=== labs_energy_flat ===
### Met3 routing, labs_energy_flat

Scale: 6 px per um.
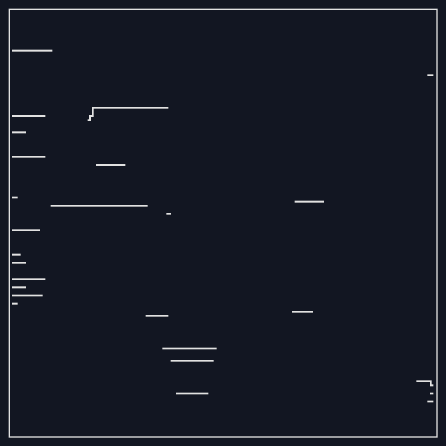

[config.mk]
export PLATFORM = sky130hd
export DESIGN_NAME = labs_energy_flat
export DESIGN_NICKNAME = d
export VERILOG_FILES = /design/src/rtl/labs_pkg.sv /design/src/rtl/labs_energy_if.sv /design/src/rtl/labs_autocorr.sv /design/src/rtl/labs_energy.sv /design/src/flat_wrapper.sv
export SDC_FILE = /design/constraint.sdc
export NUM_CORES = 1
export LEC_CHECK = 0
export CORE_UTILIZATION = 50
export DETAILED_ROUTE_END_ITERATION = 10
export PLACE_DENSITY = 0.8
export REMOVE_ABC_BUFFERS = 1
export SLEW_MARGIN = 20
export SYNTH_ARGS = -nofsm -noshare
export SYNTH_HDL_FRONTEND = slang
export SYNTH_SLANG_ARGS = --single-unit
[constraint.sdc]
create_clock -name wb_clk_i -period 13.15 [get_ports wb_clk_i]
set_input_delay 2.63 -clock wb_clk_i [delete_from_list [all_inputs] [get_ports wb_clk_i]]
set_output_delay 2.63 -clock wb_clk_i [all_outputs]
set_load 0.02 [all_outputs]
[src/rtl/labs_pkg.sv]
// Shared types and helpers for the LABS sidelobe-energy engine.
package labs_pkg;

  typedef enum logic [1:0] {
    IDLE = 2'd0,
    CORR = 2'd1,
    DONE = 2'd2
  } labs_state_t;

  // Largest value representable on an e_width-bit energy output.
  function automatic logic [63:0] sat_limit(input int e_width);
    return (64'd1 << e_width) - 64'd1;
  endfunction

endpackage

[src/rtl/labs_energy_if.sv]
// Sequence-in / energy-out handshake bundle for labs_energy.
interface labs_energy_if #(
  parameter int SEQ_WIDTH = 8,
  parameter int E_WIDTH   = 16
);

  logic [SEQ_WIDTH-1:0] i_seq;
  logic                 i_valid;
  logic                 o_ready;
  logic [E_WIDTH-1:0]   o_e;
  logic                 o_valid;
  logic                 i_ready;

  modport slave (
    input  i_seq, i_valid, i_ready,
    output o_ready, o_e, o_valid
  );

  modport master (
    output i_seq, i_valid, i_ready,
    input  o_ready, o_e, o_valid
  );

endinterface

[src/rtl/labs_autocorr.sv]
// Aperiodic autocorrelation C_k of a +/-1 sequence at lag k, purely combinational.
module labs_autocorr #(
  parameter int SEQ_WIDTH = 8
) (
  input  logic [SEQ_WIDTH-1:0]          seq_i,
  input  logic [$clog2(SEQ_WIDTH):0]    k_i,
  output logic signed [$clog2(SEQ_WIDTH):0] c_o
);

  localparam int CW = $clog2(SEQ_WIDTH) + 1;

  logic [SEQ_WIDTH-1:0] pair_mask;
  logic [SEQ_WIDTH-1:0] agree;

  // Bit i of (seq >> k) is s_{i+k}; the mask keeps only the N-k valid pairs.
  assign pair_mask = {SEQ_WIDTH{1'b1}} >> k_i;
  assign agree     = ~(seq_i ^ (seq_i >> k_i)) & pair_mask;

  // Each agreeing pair contributes +1, each disagreeing pair -1.
  assign c_o = CW'(2 * $countones(agree) - (SEQ_WIDTH - int'(k_i)));

endmodule

[src/rtl/labs_energy.sv]
// Sequential LABS energy engine: one lag per cycle, sum of C_k^2, saturating output.
module labs_energy
  import labs_pkg::*;
#(
  parameter int SEQ_WIDTH = 8,
  parameter int E_WIDTH   = 16
) (
  input  logic         wb_clk_i,
  input  logic         wb_rst_ni,
  input  logic         i_soft_rst,
  labs_energy_if.slave bus
);

  localparam int LOG_N = $clog2(SEQ_WIDTH);
  localparam int KW    = LOG_N + 1;
  localparam int CW    = LOG_N + 1;
  localparam int SQ_W  = 2 * LOG_N + 1;
  // Sized for the all-equal sequence, the worst-case sum of squares.
  localparam int ACC_W = 3 * LOG_N + 1;
  localparam logic [KW-1:0] K_END = KW'(SEQ_WIDTH);

  labs_state_t          state_q, state_d;
  logic [SEQ_WIDTH-1:0] seq_q, seq_d;
  logic [KW-1:0]        k_q, k_d;
  logic [ACC_W-1:0]     acc_q, acc_d;
  logic [E_WIDTH-1:0]   o_e_q, o_e_d;
  logic                 o_valid_q, o_valid_d;

  logic signed [CW-1:0] c_k;
  logic [CW-1:0]        c_mag;
  logic [SQ_W-1:0]      c_sq;
  logic                 ready;
  logic                 handshake;

  labs_autocorr #(.SEQ_WIDTH(SEQ_WIDTH)) u_autocorr (
    .seq_i (seq_q),
    .k_i   (k_q),
    .c_o   (c_k)
  );

  assign c_mag = c_k[CW-1] ? $unsigned(-c_k) : $unsigned(c_k);
  assign c_sq  = SQ_W'(c_mag) * SQ_W'(c_mag);

  assign ready       = (state_q == IDLE) && wb_rst_ni;
  assign handshake   = bus.i_valid && ready;
  assign bus.o_ready = ready;
  assign bus.o_e     = o_e_q;
  assign bus.o_valid = o_valid_q;

  always_comb begin
    // NOTE: every _d gets a hold default first so no path can infer a latch.
    state_d   = state_q;
    seq_d     = seq_q;
    k_d       = k_q;
    acc_d     = acc_q;
    o_e_d     = o_e_q;
    o_valid_d = o_valid_q;

    unique case (state_q)
      IDLE: begin
        if (handshake) begin
          seq_d   = bus.i_seq;
          acc_d   = '0;
          k_d     = KW'(1);
          state_d = CORR;
        end
      end
      CORR: begin
        if (k_q == K_END) begin
          o_e_d     = (64'(acc_q) > sat_limit(E_WIDTH)) ? {E_WIDTH{1'b1}}
                                                        : E_WIDTH'(acc_q);
          o_valid_d = 1'b1;
          state_d   = DONE;
        end else begin
          acc_d = acc_q + ACC_W'(c_sq);
          k_d   = k_q + KW'(1);
        end
      end
      DONE: begin
        if (bus.i_ready) begin
          o_valid_d = 1'b0;
          state_d   = IDLE;
        end
      end
      default: state_d = IDLE;
    endcase

    // Soft clear wins over everything, including a handshake in the same cycle.
    if (i_soft_rst) begin
      state_d   = IDLE;
      seq_d     = '0;
      k_d       = '0;
      acc_d     = '0;
      o_e_d     = '0;
      o_valid_d = 1'b0;
    end
  end

  // NOTE: sequential state uses non-blocking assignments; reset is sampled on the clock edge.
  always_ff @(posedge wb_clk_i) begin
    if (!wb_rst_ni) begin
      state_q   <= IDLE;
      seq_q     <= '0;
      k_q       <= '0;
      acc_q     <= '0;
      o_e_q     <= '0;
      o_valid_q <= 1'b0;
    end else begin
      state_q   <= state_d;
      seq_q     <= seq_d;
      k_q       <= k_d;
      acc_q     <= acc_d;
      o_e_q     <= o_e_d;
      o_valid_q <= o_valid_d;
    end
  end

endmodule

[src/flat_wrapper.sv]
// flat-port wrapper written by rule: the top's interface ports become plain ports
module labs_energy_flat import labs_pkg::*;
#(
  parameter int SEQ_WIDTH = 8,
  parameter int E_WIDTH   = 16
)
  (wb_clk_i, wb_rst_ni, i_soft_rst, bus_i_seq, bus_i_valid, bus_i_ready, bus_o_ready, bus_o_e, bus_o_valid);
  labs_energy_if #(.SEQ_WIDTH(SEQ_WIDTH), .E_WIDTH(E_WIDTH)) bus_i ();
  input  logic wb_clk_i;
  input  logic wb_rst_ni;
  input  logic i_soft_rst;
  input wire logic [$bits(bus_i.i_seq)-1:0] bus_i_seq;
  input wire logic [$bits(bus_i.i_valid)-1:0] bus_i_valid;
  input wire logic [$bits(bus_i.i_ready)-1:0] bus_i_ready;
  output wire logic [$bits(bus_i.o_ready)-1:0] bus_o_ready;
  output wire logic [$bits(bus_i.o_e)-1:0] bus_o_e;
  output wire logic [$bits(bus_i.o_valid)-1:0] bus_o_valid;
  assign bus_i.i_seq = bus_i_seq;
  assign bus_i.i_valid = bus_i_valid;
  assign bus_i.i_ready = bus_i_ready;
  assign bus_o_ready = bus_i.o_ready;
  assign bus_o_e = bus_i.o_e;
  assign bus_o_valid = bus_i.o_valid;
  labs_energy #(.SEQ_WIDTH(SEQ_WIDTH), .E_WIDTH(E_WIDTH)) u_core (.wb_clk_i(wb_clk_i), .wb_rst_ni(wb_rst_ni), .i_soft_rst(i_soft_rst), .bus(bus_i));
endmodule
=== tqvp_bus_master_flat ===
`src/rtl/tqvp_bus_master_if.sv`:
```
// Signal bundle between a command/response client, the bus master and
// one TinyQV-style peripheral.
interface tqvp_bus_master_if;
    logic        cmd_valid;
    logic        cmd_ready;
    logic        cmd_write;
    logic [1:0]  cmd_size;
    logic [5:0]  cmd_addr;
    logic [31:0] cmd_wdata;
    logic        rsp_valid;
    logic        rsp_ready;
    logic [31:0] rsp_rdata;
    logic        rsp_err;
    logic [5:0]  address;
    logic [31:0] data_in;
    logic [1:0]  data_write_n;
    logic [1:0]  data_read_n;
    logic [31:0] data_out;
    logic        data_ready;

    modport master (
        input  cmd_valid, cmd_write, cmd_size, cmd_addr, cmd_wdata,
        input  rsp_ready, data_out, data_ready,
        output cmd_ready, rsp_valid, rsp_rdata, rsp_err,
        output address, data_in, data_write_n, data_read_n
    );

    modport slave (
        output cmd_valid, cmd_write, cmd_size, cmd_addr, cmd_wdata,
        output rsp_ready, data_out, data_ready,
        input  cmd_ready, rsp_valid, rsp_rdata, rsp_err,
        input  address, data_in, data_write_n, data_read_n
    );
endinterface

```
`src/rtl/tqvp_bus_master.sv`:
```
// Single-command bus initiator for the TinyQV peripheral data interface.
// One command in flight; every transaction ends with a held response.
module tqvp_bus_master #(
    parameter int TIMEOUT = 16
) (
    input logic               clk,
    input logic               rst,
    tqvp_bus_master_if.master bus
);
    typedef enum logic [1:0] {
        S_IDLE,
        S_WRITE,
        S_READ,
        S_RESP
    } state_t;

    localparam logic [7:0] LP_LAST = 8'(TIMEOUT - 1);

    state_t      r_state, w_state;
    logic [5:0]  r_addr, w_addr;
    logic [31:0] r_wdata, w_wdata;
    logic [31:0] r_rdata, w_rdata;
    logic        r_err, w_err;
    logic [1:0]  r_wr_n, w_wr_n;
    logic [1:0]  r_rd_n, w_rd_n;
    logic [7:0]  r_cnt, w_cnt;
    logic [31:0] w_mask;

    // The read strobe carries the size for the whole read.
    always_comb begin
        w_mask = 32'hFFFF_FFFF;
        unique case (r_rd_n)
            2'b00:   w_mask = 32'h0000_00FF;
            2'b01:   w_mask = 32'h0000_FFFF;
            default: w_mask = 32'hFFFF_FFFF;
        endcase
    end

    always_comb begin
        w_state = r_state;
        w_addr  = r_addr;
        w_wdata = r_wdata;
        w_rdata = r_rdata;
        w_err   = r_err;
        w_wr_n  = r_wr_n;
        w_rd_n  = r_rd_n;
        w_cnt   = r_cnt;
        unique case (r_state)
            S_IDLE: begin
                if (bus.cmd_valid) begin
                    w_addr  = bus.cmd_addr;
                    w_wdata = bus.cmd_wdata;
                    if (bus.cmd_size == 2'b11) begin
                        w_err   = 1'b1;
                        w_rdata = 32'd0;
                        w_state = S_RESP;
                    end else if (bus.cmd_write) begin
                        w_wr_n  = bus.cmd_size;
                        w_state = S_WRITE;
                    end else begin
                        w_rd_n  = bus.cmd_size;
                        w_cnt   = 8'd0;
                        w_state = S_READ;
                    end
                end
            end
            S_WRITE: begin
                w_wr_n  = 2'b11;
                w_err   = 1'b0;
                w_rdata = 32'd0;
                w_state = S_RESP;
            end
            S_READ: begin
                // A ready on the final allowed cycle still wins.
                if (bus.data_ready) begin
                    w_rdata = bus.data_out & w_mask;
                    w_err   = 1'b0;
                    w_rd_n  = 2'b11;
                    w_state = S_RESP;
                end else if (r_cnt == LP_LAST) begin
                    w_rdata = 32'd0;
                    w_err   = 1'b1;
                    w_rd_n  = 2'b11;
                    w_state = S_RESP;
                end else begin
                    w_cnt = r_cnt + 8'd1;
                end
            end
            S_RESP: begin
                if (bus.rsp_ready) begin
                    w_state = S_IDLE;
                end
            end
            default: w_state = S_IDLE;
        endcase
    end

    always_ff @(posedge clk) begin
        if (rst) begin
            r_state <= S_IDLE;
            r_addr  <= 6'd0;
            r_wdata <= 32'd0;
            r_rdata <= 32'd0;
            r_err   <= 1'b0;
            r_wr_n  <= 2'b11;
            r_rd_n  <= 2'b11;
            r_cnt   <= 8'd0;
        end else begin
            r_state <= w_state;
            r_addr  <= w_addr;
            r_wdata <= w_wdata;
            r_rdata <= w_rdata;
            r_err   <= w_err;
            r_wr_n  <= w_wr_n;
            r_rd_n  <= w_rd_n;
            r_cnt   <= w_cnt;
        end
    end

    assign bus.cmd_ready    = (r_state == S_IDLE);
    assign bus.rsp_valid    = (r_state == S_RESP);
    assign bus.rsp_rdata    = r_rdata;
    assign bus.rsp_err      = r_err;
    assign bus.address      = r_addr;
    assign bus.data_in      = r_wdata;
    assign bus.data_write_n = r_wr_n;
    assign bus.data_read_n  = r_rd_n;
endmodule
```
`src/flat_wrapper.sv`:
```
// flat-port wrapper written by rule: the top's interface ports become plain ports
module tqvp_bus_master_flat 
#(
    parameter int TIMEOUT = 16
)
  (clk, rst, bus_cmd_valid, bus_cmd_write, bus_cmd_size, bus_cmd_addr, bus_cmd_wdata, bus_rsp_ready, bus_data_out, bus_data_ready, bus_cmd_ready, bus_rsp_valid, bus_rsp_rdata, bus_rsp_err, bus_address, bus_data_in, bus_data_write_n, bus_data_read_n);
  tqvp_bus_master_if bus_i ();
  input logic clk;
  input logic rst;
  input wire logic [$bits(bus_i.cmd_valid)-1:0] bus_cmd_valid;
  input wire logic [$bits(bus_i.cmd_write)-1:0] bus_cmd_write;
  input wire logic [$bits(bus_i.cmd_size)-1:0] bus_cmd_size;
  input wire logic [$bits(bus_i.cmd_addr)-1:0] bus_cmd_addr;
  input wire logic [$bits(bus_i.cmd_wdata)-1:0] bus_cmd_wdata;
  input wire logic [$bits(bus_i.rsp_ready)-1:0] bus_rsp_ready;
  input wire logic [$bits(bus_i.data_out)-1:0] bus_data_out;
  input wire logic [$bits(bus_i.data_ready)-1:0] bus_data_ready;
  output wire logic [$bits(bus_i.cmd_ready)-1:0] bus_cmd_ready;
  output wire logic [$bits(bus_i.rsp_valid)-1:0] bus_rsp_valid;
  output wire logic [$bits(bus_i.rsp_rdata)-1:0] bus_rsp_rdata;
  output wire logic [$bits(bus_i.rsp_err)-1:0] bus_rsp_err;
  output wire logic [$bits(bus_i.address)-1:0] bus_address;
  output wire logic [$bits(bus_i.data_in)-1:0] bus_data_in;
  output wire logic [$bits(bus_i.data_write_n)-1:0] bus_data_write_n;
  output wire logic [$bits(bus_i.data_read_n)-1:0] bus_data_read_n;
  assign bus_i.cmd_valid = bus_cmd_valid;
  assign bus_i.cmd_write = bus_cmd_write;
  assign bus_i.cmd_size = bus_cmd_size;
  assign bus_i.cmd_addr = bus_cmd_addr;
  assign bus_i.cmd_wdata = bus_cmd_wdata;
  assign bus_i.rsp_ready = bus_rsp_ready;
  assign bus_i.data_out = bus_data_out;
  assign bus_i.data_ready = bus_data_ready;
  assign bus_cmd_ready = bus_i.cmd_ready;
  assign bus_rsp_valid = bus_i.rsp_valid;
  assign bus_rsp_rdata = bus_i.rsp_rdata;
  assign bus_rsp_err = bus_i.rsp_err;
  assign bus_address = bus_i.address;
  assign bus_data_in = bus_i.data_in;
  assign bus_data_write_n = bus_i.data_write_n;
  assign bus_data_read_n = bus_i.data_read_n;
  tqvp_bus_master #(.TIMEOUT(TIMEOUT)) u_core (.clk(clk), .rst(rst), .bus(bus_i));
endmodule
```
`config.mk`:
```
export PLATFORM = sky130hd
export DESIGN_NAME = tqvp_bus_master_flat
export DESIGN_NICKNAME = d
export VERILOG_FILES = /design/src/rtl/tqvp_bus_master_if.sv /design/src/rtl/tqvp_bus_master.sv /design/src/flat_wrapper.sv
export SDC_FILE = /design/constraint.sdc
export NUM_CORES = 1
export LEC_CHECK = 0
export CAP_MARGIN = 10
export CORE_MARGIN = 10
export CORE_UTILIZATION = 42
export CTS_CLUSTER_SIZE = 40
export DETAILED_ROUTE_END_ITERATION = 7
export PLACE_DENSITY_LB_ADDON = 0.25
export SETUP_SLACK_MARGIN = 0.4
export SLEW_MARGIN = 20
export SYNTH_ARGS = -nofsm -noshare
export SYNTH_HDL_FRONTEND = slang
export SYNTH_SLANG_ARGS = --single-unit
```
`constraint.sdc`:
```
create_clock -name clk -period 2.3 [get_ports clk]
set_input_delay 0.46 -clock clk [delete_from_list [all_inputs] [get_ports clk]]
set_output_delay 0.46 -clock clk [all_outputs]
set_load 0.005 [all_outputs]
```
=== riscv_v_exe_wb_buffer ===
$ cat src/rtl/riscv_v_exe_wb_buffer.sv
// riscv_v_exe_wb_buffer: EXE-to-writeback result FIFO with pending-vreg bitmap and retire counter
module riscv_v_exe_wb_buffer #(
  parameter int DATA_W = 128,
  parameter int INT_W = 32,
  parameter int MASK_W = 16,
  parameter int NUM_VREG = 32,
  parameter int DEPTH = 2,
  localparam int VREG_W = $clog2(NUM_VREG)
) (
  input  logic                clk,
  input  logic                rst,
  input  logic                flush,
  input  logic                valid_exe,
  output logic                ready_exe,
  input  logic [DATA_W-1:0]   vec_result_exe,
  input  logic [INT_W-1:0]    int_result_exe,
  input  logic [MASK_W-1:0]   mask_result_exe,
  input  logic [DATA_W/8-1:0] vec_be_exe,
  input  logic [VREG_W-1:0]   vdst_exe,
  input  logic [4:0]          rd_exe,
  input  logic                we_vec_exe,
  input  logic                we_int_exe,
  input  logic                we_mask_exe,
  output logic                valid_wb,
  input  logic                ready_wb,
  output logic [DATA_W-1:0]   vec_result_wb,
  output logic [INT_W-1:0]    int_result_wb,
  output logic [MASK_W-1:0]   mask_result_wb,
  output logic [DATA_W/8-1:0] vec_be_wb,
  output logic [VREG_W-1:0]   vdst_wb,
  output logic [4:0]          rd_wb,
  output logic                we_vec_wb,
  output logic                we_int_wb,
  output logic                we_mask_wb,
  output logic [NUM_VREG-1:0] pending_vreg,
  output logic [31:0]         retire_cnt
);
  localparam int PTR_W = $clog2(DEPTH);
  localparam int CNT_W = $clog2(DEPTH + 1);
  typedef struct packed {
    logic [DATA_W-1:0]   vec;
    logic [INT_W-1:0]    ires;
    logic [MASK_W-1:0]   mres;
    logic [DATA_W/8-1:0] be;
    logic [VREG_W-1:0]   vdst;
    logic [4:0]          rd;
    logic                wv;
    logic                wi;
    logic                wm;
  } ent_t;
  ent_t mem [DEPTH];
  ent_t din, head;
  logic [PTR_W-1:0] wr_ptr, rd_ptr;
  logic [CNT_W-1:0] count;
  logic [DEPTH-1:0] occ, occ_n;
  logic push, pop;
  assign ready_exe = count != CNT_W'(DEPTH);
  assign valid_wb = count != '0;
  assign push = valid_exe & ready_exe & ~flush;
  assign pop = valid_wb & ready_wb;
  assign din = '{vec: vec_result_exe, ires: int_result_exe, mres: mask_result_exe, be: vec_be_exe,
                 vdst: vdst_exe, rd: rd_exe, wv: we_vec_exe, wi: we_int_exe, wm: we_mask_exe};
  // Zero when empty so downstream can OR-merge writeback sources.
  assign head = valid_wb ? mem[rd_ptr] : '0;
  assign vec_result_wb = head.vec;
  assign int_result_wb = head.ires;
  assign mask_result_wb = head.mres;
  assign vec_be_wb = head.be;
  assign vdst_wb = head.vdst;
  assign rd_wb = head.rd;
  assign we_vec_wb = head.wv;
  assign we_int_wb = head.wi;
  assign we_mask_wb = head.wm;
  always_comb begin
    occ_n = occ;
    if (pop) occ_n[rd_ptr] = 1'b0;
    if (push) occ_n[wr_ptr] = 1'b1;
  end
  always_comb begin
    pending_vreg = '0;
    for (int e = 0; e < DEPTH; e++) begin
      if (occ[e] && mem[e].wv) pending_vreg[mem[e].vdst] = 1'b1;
      if (occ[e] && mem[e].wm) pending_vreg[0] = 1'b1;
    end
  end
  always_ff @(posedge clk)
    if (push) mem[wr_ptr] <= din;
  always_ff @(posedge clk) begin
    if (rst) begin
      wr_ptr <= '0;
      rd_ptr <= '0;
      count <= '0;
      occ <= '0;
      retire_cnt <= '0;
    end else begin
      if (pop) retire_cnt <= retire_cnt + 32'd1;
      if (flush) begin
        wr_ptr <= '0;
        rd_ptr <= '0;
        count <= '0;
        occ <= '0;
      end else begin
        if (push) wr_ptr <= wr_ptr + PTR_W'(1);
        if (pop) rd_ptr <= rd_ptr + PTR_W'(1);
        count <= count + CNT_W'(push) - CNT_W'(pop);
        occ <= occ_n;
      end
    end
  end
  assert property (@(posedge clk) disable iff (rst) !(push && count == CNT_W'(DEPTH)));
  assert property (@(posedge clk) disable iff (rst) valid_wb && !ready_wb && !flush |=> $stable(head));
endmodule

$ cat config.mk
export PLATFORM = sky130hd
export DESIGN_NAME = riscv_v_exe_wb_buffer
export DESIGN_NICKNAME = d
export VERILOG_FILES = /design/src/rtl/riscv_v_exe_wb_buffer.sv
export SDC_FILE = /design/constraint.sdc
export NUM_CORES = 1
export LEC_CHECK = 0
export CORE_MARGIN = 3
export CORE_UTILIZATION = 52
export DETAILED_ROUTE_END_ITERATION = 10
export PLACE_DENSITY = 0.85
export SLEW_MARGIN = 20
export SYNTH_ARGS = -nofsm -noshare
export SYNTH_HDL_FRONTEND = slang
export SYNTH_SLANG_ARGS = --single-unit
export TNS_END_PERCENT = 1
$ cat constraint.sdc
create_clock -name clk -period 17.3 [get_ports clk]
set_input_delay 1.73 -clock clk [delete_from_list [all_inputs] [get_ports clk]]
set_output_delay 1.73 -clock clk [all_outputs]
set_load 0.05 [all_outputs]
=== fft4_stream ===
==> config.mk <==
export PLATFORM = sky130hd
export DESIGN_NAME = fft4_stream
export DESIGN_NICKNAME = d
export VERILOG_FILES = /design/src/rtl/fft4_pkg.sv /design/src/rtl/fft4_butterfly.sv /design/src/rtl/fft4_stream.sv
export SDC_FILE = /design/constraint.sdc
export NUM_CORES = 1
export LEC_CHECK = 0
export ABC_AREA = 1
export CAP_MARGIN = 20
export CORE_MARGIN = 3
export CORE_UTILIZATION = 55
export DETAILED_ROUTE_END_ITERATION = 6
export PLACE_DENSITY = 0.72
export RECOVER_POWER = 100
export SYNTH_ARGS = -nofsm -noshare
export SYNTH_HDL_FRONTEND = slang
export SYNTH_HIERARCHICAL = 1
export SYNTH_SLANG_ARGS = --single-unit
==> constraint.sdc <==
create_clock -name clk -period 4.1 [get_ports clk]
set_clock_uncertainty 0.2 [all_clocks]
set_input_delay 0.615 -clock clk [delete_from_list [all_inputs] [get_ports clk]]
set_output_delay 0.615 -clock clk [all_outputs]
set_load 0.1 [all_outputs]
==> src/rtl/fft4_pkg.sv <==
// Shared definitions for the streaming 4-point FFT/IFFT: FSM state encoding and output width helper.
package fft4_pkg;

    typedef enum logic [1:0] {
        LOAD = 2'd0,
        ST1  = 2'd1,
        ST2  = 2'd2,
        EMIT = 2'd3
    } state_t;

    function automatic int ow(input int dw);
        return dw + 2;
    endfunction

endpackage

==> src/rtl/fft4_butterfly.sv <==
// Combinational radix-2 complex butterfly: (a, b) -> (a+b, a-b), one bit of growth.
module fft4_butterfly #(
    parameter int W = 8
) (
    input  logic signed [W-1:0] a_re,
    input  logic signed [W-1:0] a_im,
    input  logic signed [W-1:0] b_re,
    input  logic signed [W-1:0] b_im,
    output logic signed [W:0]   sum_re,
    output logic signed [W:0]   sum_im,
    output logic signed [W:0]   dif_re,
    output logic signed [W:0]   dif_im
);

    assign sum_re = $signed({a_re[W-1], a_re}) + $signed({b_re[W-1], b_re});
    assign sum_im = $signed({a_im[W-1], a_im}) + $signed({b_im[W-1], b_im});
    assign dif_re = $signed({a_re[W-1], a_re}) - $signed({b_re[W-1], b_re});
    assign dif_im = $signed({a_im[W-1], a_im}) - $signed({b_im[W-1], b_im});

endmodule

==> src/rtl/fft4_stream.sv <==
// Streaming 4-point radix-2 FFT/IFFT with valid/ready on both sides; IFFT output scaled by 1/4.
// Build option FFT4_ROUND_EN: IFFT scaling rounds half up instead of flooring.
//
// state | meaning
// LOAD  | accept 4 samples, latch mode with sample 0
// ST1   | register first butterfly stage (DW+1 bits)
// ST2   | register bins (OW bits), apply IFFT scaling
// EMIT  | present bins 0..3 to the sink
module fft4_stream
    import fft4_pkg::*;
#(
    parameter  int DW = 8,
    localparam int OW = ow(DW)
) (
    input  logic                 clk,
    input  logic                 rst,
    input  logic                 in_valid,
    output logic                 in_ready,
    input  logic signed [DW-1:0] in_re,
    input  logic signed [DW-1:0] in_im,
    input  logic                 in_inverse,
    output logic                 out_valid,
    input  logic                 out_ready,
    output logic signed [OW-1:0] out_re,
    output logic signed [OW-1:0] out_im,
    output logic [1:0]           out_idx,
    output logic                 out_last,
    output logic                 out_inverse
);

    localparam int SW = DW + 1;

    localparam logic [1:0] S_LOAD = LOAD;
    localparam logic [1:0] S_ST1  = ST1;
    localparam logic [1:0] S_ST2  = ST2;
    localparam logic [1:0] S_EMIT = EMIT;

    typedef struct packed {
        logic signed [DW-1:0] re;
        logic signed [DW-1:0] im;
    } cplx_x_t;

    typedef struct packed {
        logic signed [SW-1:0] re;
        logic signed [SW-1:0] im;
    } cplx_s_t;

    typedef struct packed {
        logic signed [OW-1:0] re;
        logic signed [OW-1:0] im;
    } cplx_o_t;

    logic [1:0] state;
    logic [1:0] cnt;
    logic [1:0] idx;
    logic       mode;
    logic       out_inv;

    cplx_x_t x  [4];
    cplx_s_t s0, s1, s2, s3;
    cplx_o_t xo [4];

    cplx_s_t s0_n, s1_n, s2_n, s3_n;
    cplx_o_t x0_n, x2_n;

    fft4_butterfly #(.W(DW)) u_bf_02 (
        .a_re(x[0].re), .a_im(x[0].im), .b_re(x[2].re), .b_im(x[2].im),
        .sum_re(s0_n.re), .sum_im(s0_n.im), .dif_re(s1_n.re), .dif_im(s1_n.im)
    );

    fft4_butterfly #(.W(DW)) u_bf_13 (
        .a_re(x[1].re), .a_im(x[1].im), .b_re(x[3].re), .b_im(x[3].im),
        .sum_re(s2_n.re), .sum_im(s2_n.im), .dif_re(s3_n.re), .dif_im(s3_n.im)
    );

    fft4_butterfly #(.W(SW)) u_bf_x02 (
        .a_re(s0.re), .a_im(s0.im), .b_re(s2.re), .b_im(s2.im),
        .sum_re(x0_n.re), .sum_im(x0_n.im), .dif_re(x2_n.re), .dif_im(x2_n.im)
    );

    // The +/-j twiddle terms swap re/im, so they are built inline at OW bits.
    logic signed [OW-1:0] s1_re_w, s1_im_w, s3_re_w, s3_im_w;
    logic signed [OW-1:0] p_re, p_im, m_re, m_im;

    assign s1_re_w = {s1.re[SW-1], s1.re};
    assign s1_im_w = {s1.im[SW-1], s1.im};
    assign s3_re_w = {s3.re[SW-1], s3.re};
    assign s3_im_w = {s3.im[SW-1], s3.im};

    assign p_re = s1_re_w + s3_im_w;
    assign p_im = s1_im_w - s3_re_w;
    assign m_re = s1_re_w - s3_im_w;
    assign m_im = s1_im_w + s3_re_w;

    function automatic logic signed [OW-1:0] scale(input logic signed [OW-1:0] v);
`ifdef FFT4_ROUND_EN
        logic signed [OW:0] t;
        t = $signed({v[OW-1], v}) + $signed((OW+1)'(2));
        return OW'(t >>> 2);
`else
        return v >>> 2;
`endif
    endfunction

    function automatic cplx_o_t bin_out(input logic inv, input cplx_o_t v);
        cplx_o_t r;
        r = v;
        if (inv) begin
            r.re = scale(v.re);
            r.im = scale(v.im);
        end
        return r;
    endfunction

    always_ff @(posedge clk) begin
        if (rst) begin
            state   <= S_LOAD;
            cnt     <= 2'd0;
            idx     <= 2'd0;
            mode    <= 1'b0;
            out_inv <= 1'b0;
            s0      <= '0;
            s1      <= '0;
            s2      <= '0;
            s3      <= '0;
            for (int i = 0; i < 4; i++) begin
                x[i]  <= '0;
                xo[i] <= '0;
            end
        end else begin
            case (state)
                S_LOAD: begin
                    if (in_valid) begin
                        x[cnt] <= {in_re, in_im};
                        if (cnt == 2'd0) mode <= in_inverse;
                        cnt <= cnt + 2'd1;
                        if (cnt == 2'd3) state <= S_ST1;
                    end
                end
                S_ST1: begin
                    s0    <= s0_n;
                    s1    <= s1_n;
                    s2    <= s2_n;
                    s3    <= s3_n;
                    state <= S_ST2;
                end
                S_ST2: begin
                    xo[0]   <= bin_out(mode, x0_n);
                    xo[2]   <= bin_out(mode, x2_n);
                    xo[1]   <= bin_out(mode, mode ? {m_re, m_im} : {p_re, p_im});
                    xo[3]   <= bin_out(mode, mode ? {p_re, p_im} : {m_re, m_im});
                    out_inv <= mode;
                    idx     <= 2'd0;
                    state   <= S_EMIT;
                end
                S_EMIT: begin
                    if (out_ready) begin
                        idx <= idx + 2'd1;
                        if (idx == 2'd3) state <= S_LOAD;
                    end
                end
                default: state <= S_LOAD;
            endcase
        end
    end

    assign in_ready    = (state == S_LOAD);
    assign out_valid   = (state == S_EMIT);
    assign out_idx     = idx;
    assign out_last    = out_valid && (idx == 2'd3);
    assign out_inverse = out_inv;
    assign out_re      = xo[idx].re;
    assign out_im      = xo[idx].im;

endmodule

### Clock network drawn from the DEF, labs_energy_flat

Scale: 6 px per um.
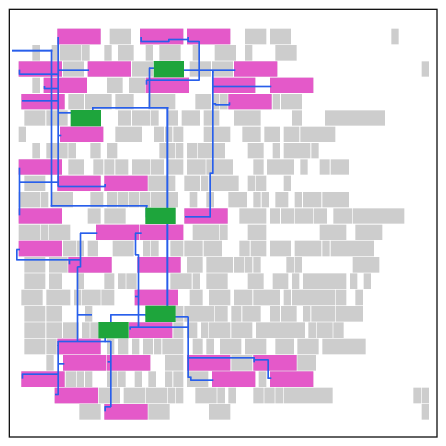
[green] clock-net drivers | count: 5
[magenta] flip-flops | count: 35
[blue] clock wires | length: 420 um
routed clock nets	6

About 'Met3 routing' of labs_energy_flat:
main direction	horizontal
longest straight run	15.9 um
met3 Resource Use GR: 2.56%
drt total wl: 4.65 mm

==> flow_summary_export.csv, labs_energy_flat <==
group,metric,value,unit
worst_hold_path,worstHoldPathCells,2,
pwr,power_density,111,nW/um^2
yosys,yosysTopAreaCell,"dfxtp_1",
yosys,yosysUniqueCellTypes,50,
floorplanning,rows,24,
yosys,aoi_share,14.4,%
worst_hold_path,min_to,"u_core.bus.o_valid",
finish,diodes,0,
grt,grt_util_all_layers,20.1,%
finish,logic_gate_count,215,
grt,grt_pass1_wl,8.14,mm
flow_run,warning_count,28,
place,place_ws,5.61,ns
run_status,outcome,"finished, violations left",
finish,largest_class,"multi-input combinational cells",
finish,synthToLayoutAreaGrowth,14.2,%
clocking,clk_latency,0.28,ns
floorplanning,fp-utilization,53.3,%
worst_setup_path,cp_data_arrival_time,7.77,ns
floorplanning,io-pin-count,31,
grt,grt_max_degree,31,
drt,route.detailed.drc,1,
run_status,violations,"DRC",
pwr,power.group.top,"registers",
worst_setup_path,critPathLaunch,"u_core.k_q[0]",
floorplanning,taps,52,
yosys,synth.area.mux_share,10.7,%
place,place_area,2620,um^2
worst_setup_path,path_class,"flop to flop",
finish,clockBufferCount,8,
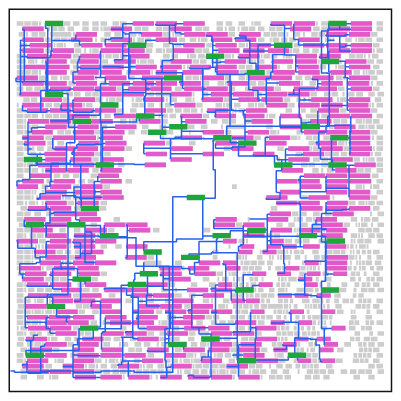
*Clock network drawn from the DEF, riscv_v_exe_wb_buffer*
Scale: 2 px per um.
[magenta] flip-flops | count: 449
[blue] clock wires | length: 4,860 um
[green] clock-net drivers | count: 45
routed clock nets	46
flops lie	all over the die
Clock group: 903 uW
worst clock skew: 0.0234 ns
clk latency of the worst-skew pair: 0.54 ns
Clk pwr share: 38.2%

==> flow_summary_export.csv, riscv_v_exe_wb_buffer <==
group,metric,value,unit
run_status,outcome,"completed",
place,place_congestion,0.939,
worst_setup_path,critPathLaunch,"count[1]",
worst_setup_path,r2r-start,"count[1]",
yosys,syn_area,17700,um^2
drt,wirelength,45.3,mm
place,dp_hpwl,30.4,mm
yosys,edf_count,410,
pwr,peakVddDrop,0.0000975,V
floorplanning,dieHeight,190,um
pwr,p_seq_share,51.7,%
finish,sh_seq_area,54.1,%
floorplanning,rows,66,
grt,antenna_found_initial,10,
floorplanning,fp-utilization,53.5,%
drt,drtIter0Drc,684,
yosys,ys_seq_share,74.1,%
grt,grt.met1_usage,27.4,%
worst_setup_path,rr_endpoint,"count[1]",
clocking,cts_root_buffer,"clkbuf_16",
finish,final_area,24200,um^2
finish,final_cell_mix,"clkdlybuf4s50_1, edfxtp_1, nor2_1",
drt,wl_met3,4.34,mm
sta,rsz0062_at_grt,"no",
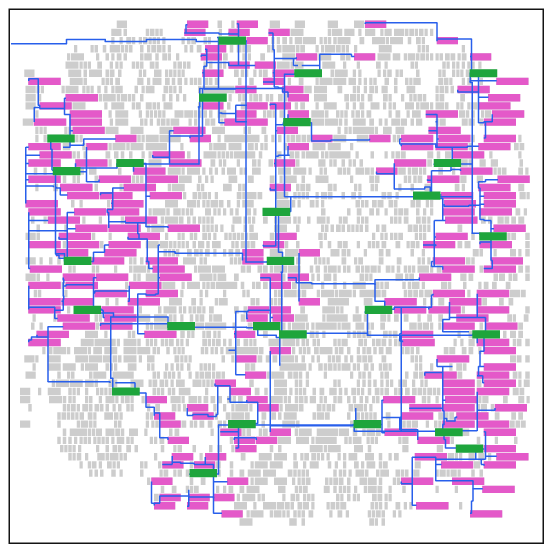
*Clock network drawn from the DEF, fft4_stream*
Scale: 3 px per um.
[green] clock-net drivers | count: 26
[blue] clock wires | length: 2,860 um
[magenta] flip-flops | count: 226
routed clock nets	27
flops lie	all over the die
Clk pwr share: 17.1%
clk latency of the worst-skew pair: 0.53 ns
Clock group: 2270 uW

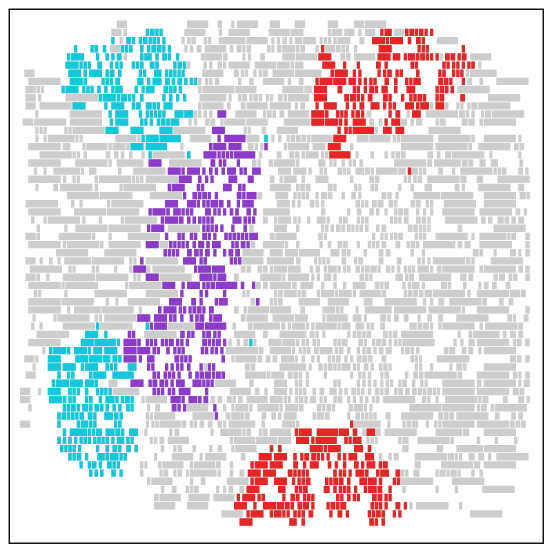
*Cells colored by instance, fft4_stream*
Scale: 3 px per um. Other cells in gray.
color	instance	cells
cyan	`u_bf_02`	297
purple	`u_bf_13`	294
red	`u_bf_x02`	309
not colored	1,314

==> flow_summary_export.csv, fft4_stream <==
group,metric,value,unit
sta,drv_slew,150,
yosys,yosysWarnings,6,
yosys,top_cells_by_area,"edfxtp_1, nand2_1, ha_1, dfxtp_1, inv_1",
clocking,cts_root_buffer,"clkbuf_16",
pwr,p_leak,0.00897,uW
yosys,synthArstFlopShare,0,%
floorplanning,fp.coreArea,28900,um^2
yosys,xor_share,2.55,%
worst_setup_path,rr_endpoint,"s2[2]",
yosys,ys_top_cells_by_count,"nand2_1, inv_1, nor2_1",
finish,signal_buffers,54,
finish,combGateArea,8420,um^2
sta,setup_ws,0.544,ns
run_status,outcome,"finished, violations left",
grt,overflow,0,
drt,via_per_inst,5.26,
worst_setup_path,crit_fanout,80,
clocking,cts_buffers,26,
run_status,violations,"capacitance limit, slew limit",
clocking,cts-htree-levels,1,
grt,use_met2,40.6,%
worst_setup_path,cp_slowest_stage_delay,1.40,ns
clocking,hold_buffers,0,
yosys,synth.area.mux_share,0,%
yosys,synthesis.nets,2381,
finish,synthToLayoutAreaGrowth,7.61,%
worst_setup_path,endpoint,"xo[3][14]",
worst_setup_path,cp-start-kind,"input pin",
finish,final_cell_mix,"nand2_1, inv_1, nor2_1",
sta,finalCriticalPeriod,3.56,ns
finish,fin_cells,2598,
yosys,adder_share,13.1,%
finish,reg_top3,"xo x80, x x64",
pwr,p_int,6720,uW
finish,nFlopsAndLatches,226,
grt,grt_util_all_layers,25.0,%
grt,grt.met1_usage,35.8,%
clocking,cts.clk_slew.worst_paths,0.06,ns
floorplanning,dieArea,31500,um^2
flow_run,warning_count,99,
flow_run,maxCapViolations,2,
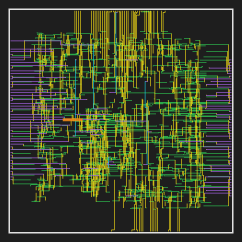
*Signal wires by layer, tqvp_bus_master_flat*
Scale: 2 px per um.
color	layer	wire length
purple	M3	1,220 um
green	M1	4,440 um
cyan	M4	159 um
yellow	M2	4,660 um
orange	M5	8.30 um
GR Util All Layers: 16.2%
drt total wl: 10.5 mm

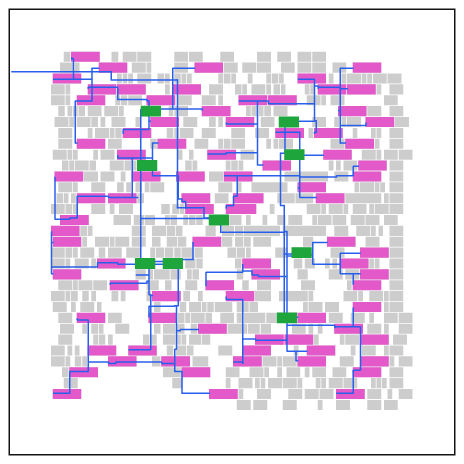
*Clock network drawn from the DEF, tqvp_bus_master_flat*
Scale: 4 px per um.
[magenta] flip-flops | count: 85
[green] clock-net drivers | count: 9
[blue] clock wires | length: 1,020 um
flops lie	all over the die
clk latency of the worst-skew pair: 0.34 ns
worst clock skew: 0.0102 ns
Clock group: 1100 uW

==> flow_summary_export.csv, tqvp_bus_master_flat <==
group,metric,value,unit
clocking,clkSinkCount,85,
finish,clockBufferCount,9,
pwr,p_total,4630,uW
worst_setup_path,reg2reg_depth,6,
yosys,ys_area,3480,um^2
place,place_ws,0.0713,ns
floorplanning,rows,33,
run_status,outcome,"completed",
grt,antenna_found_initial,1,
yosys,ys.flops,85,
grt,grt_pass1_vias,3329,
floorplanning,io-pin-count,155,
worst_hold_path,worstHoldStart,"rst",
yosys,ys_seq_share,49.0,%
yosys,synthCells,412,
finish,largest_class,"registers",
worst_setup_path,crit_family,"AND-OR/OR-AND gates",


==> gallery <==
Logic cells by family.
picture 1
Scale: 1.5 px per um.
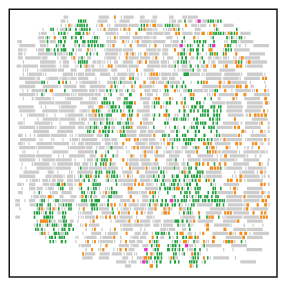
picture 2
Scale: 2 px per um.
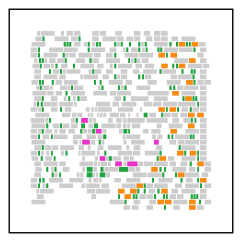
picture 3
Scale: 4 px per um.
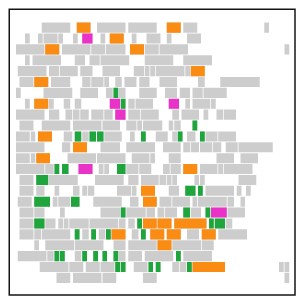
picture 4
Scale: 1.5 px per um.
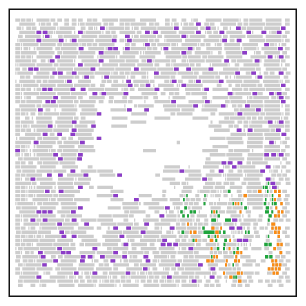
| picture | from |
|---|---|
| picture 3 | labs_energy_flat |
| picture 2 | tqvp_bus_master_flat |
| picture 4 | riscv_v_exe_wb_buffer |
| picture 1 | fft4_stream |
- largest die: picture 4
- fewest cells: picture 3

Key to picture 1:
color	family	cells
magenta	non-inverting ao/oa cells	7
orange	aoi and oai cells	296
green	nand cells	702

Power and IR drop assume default switching activity.
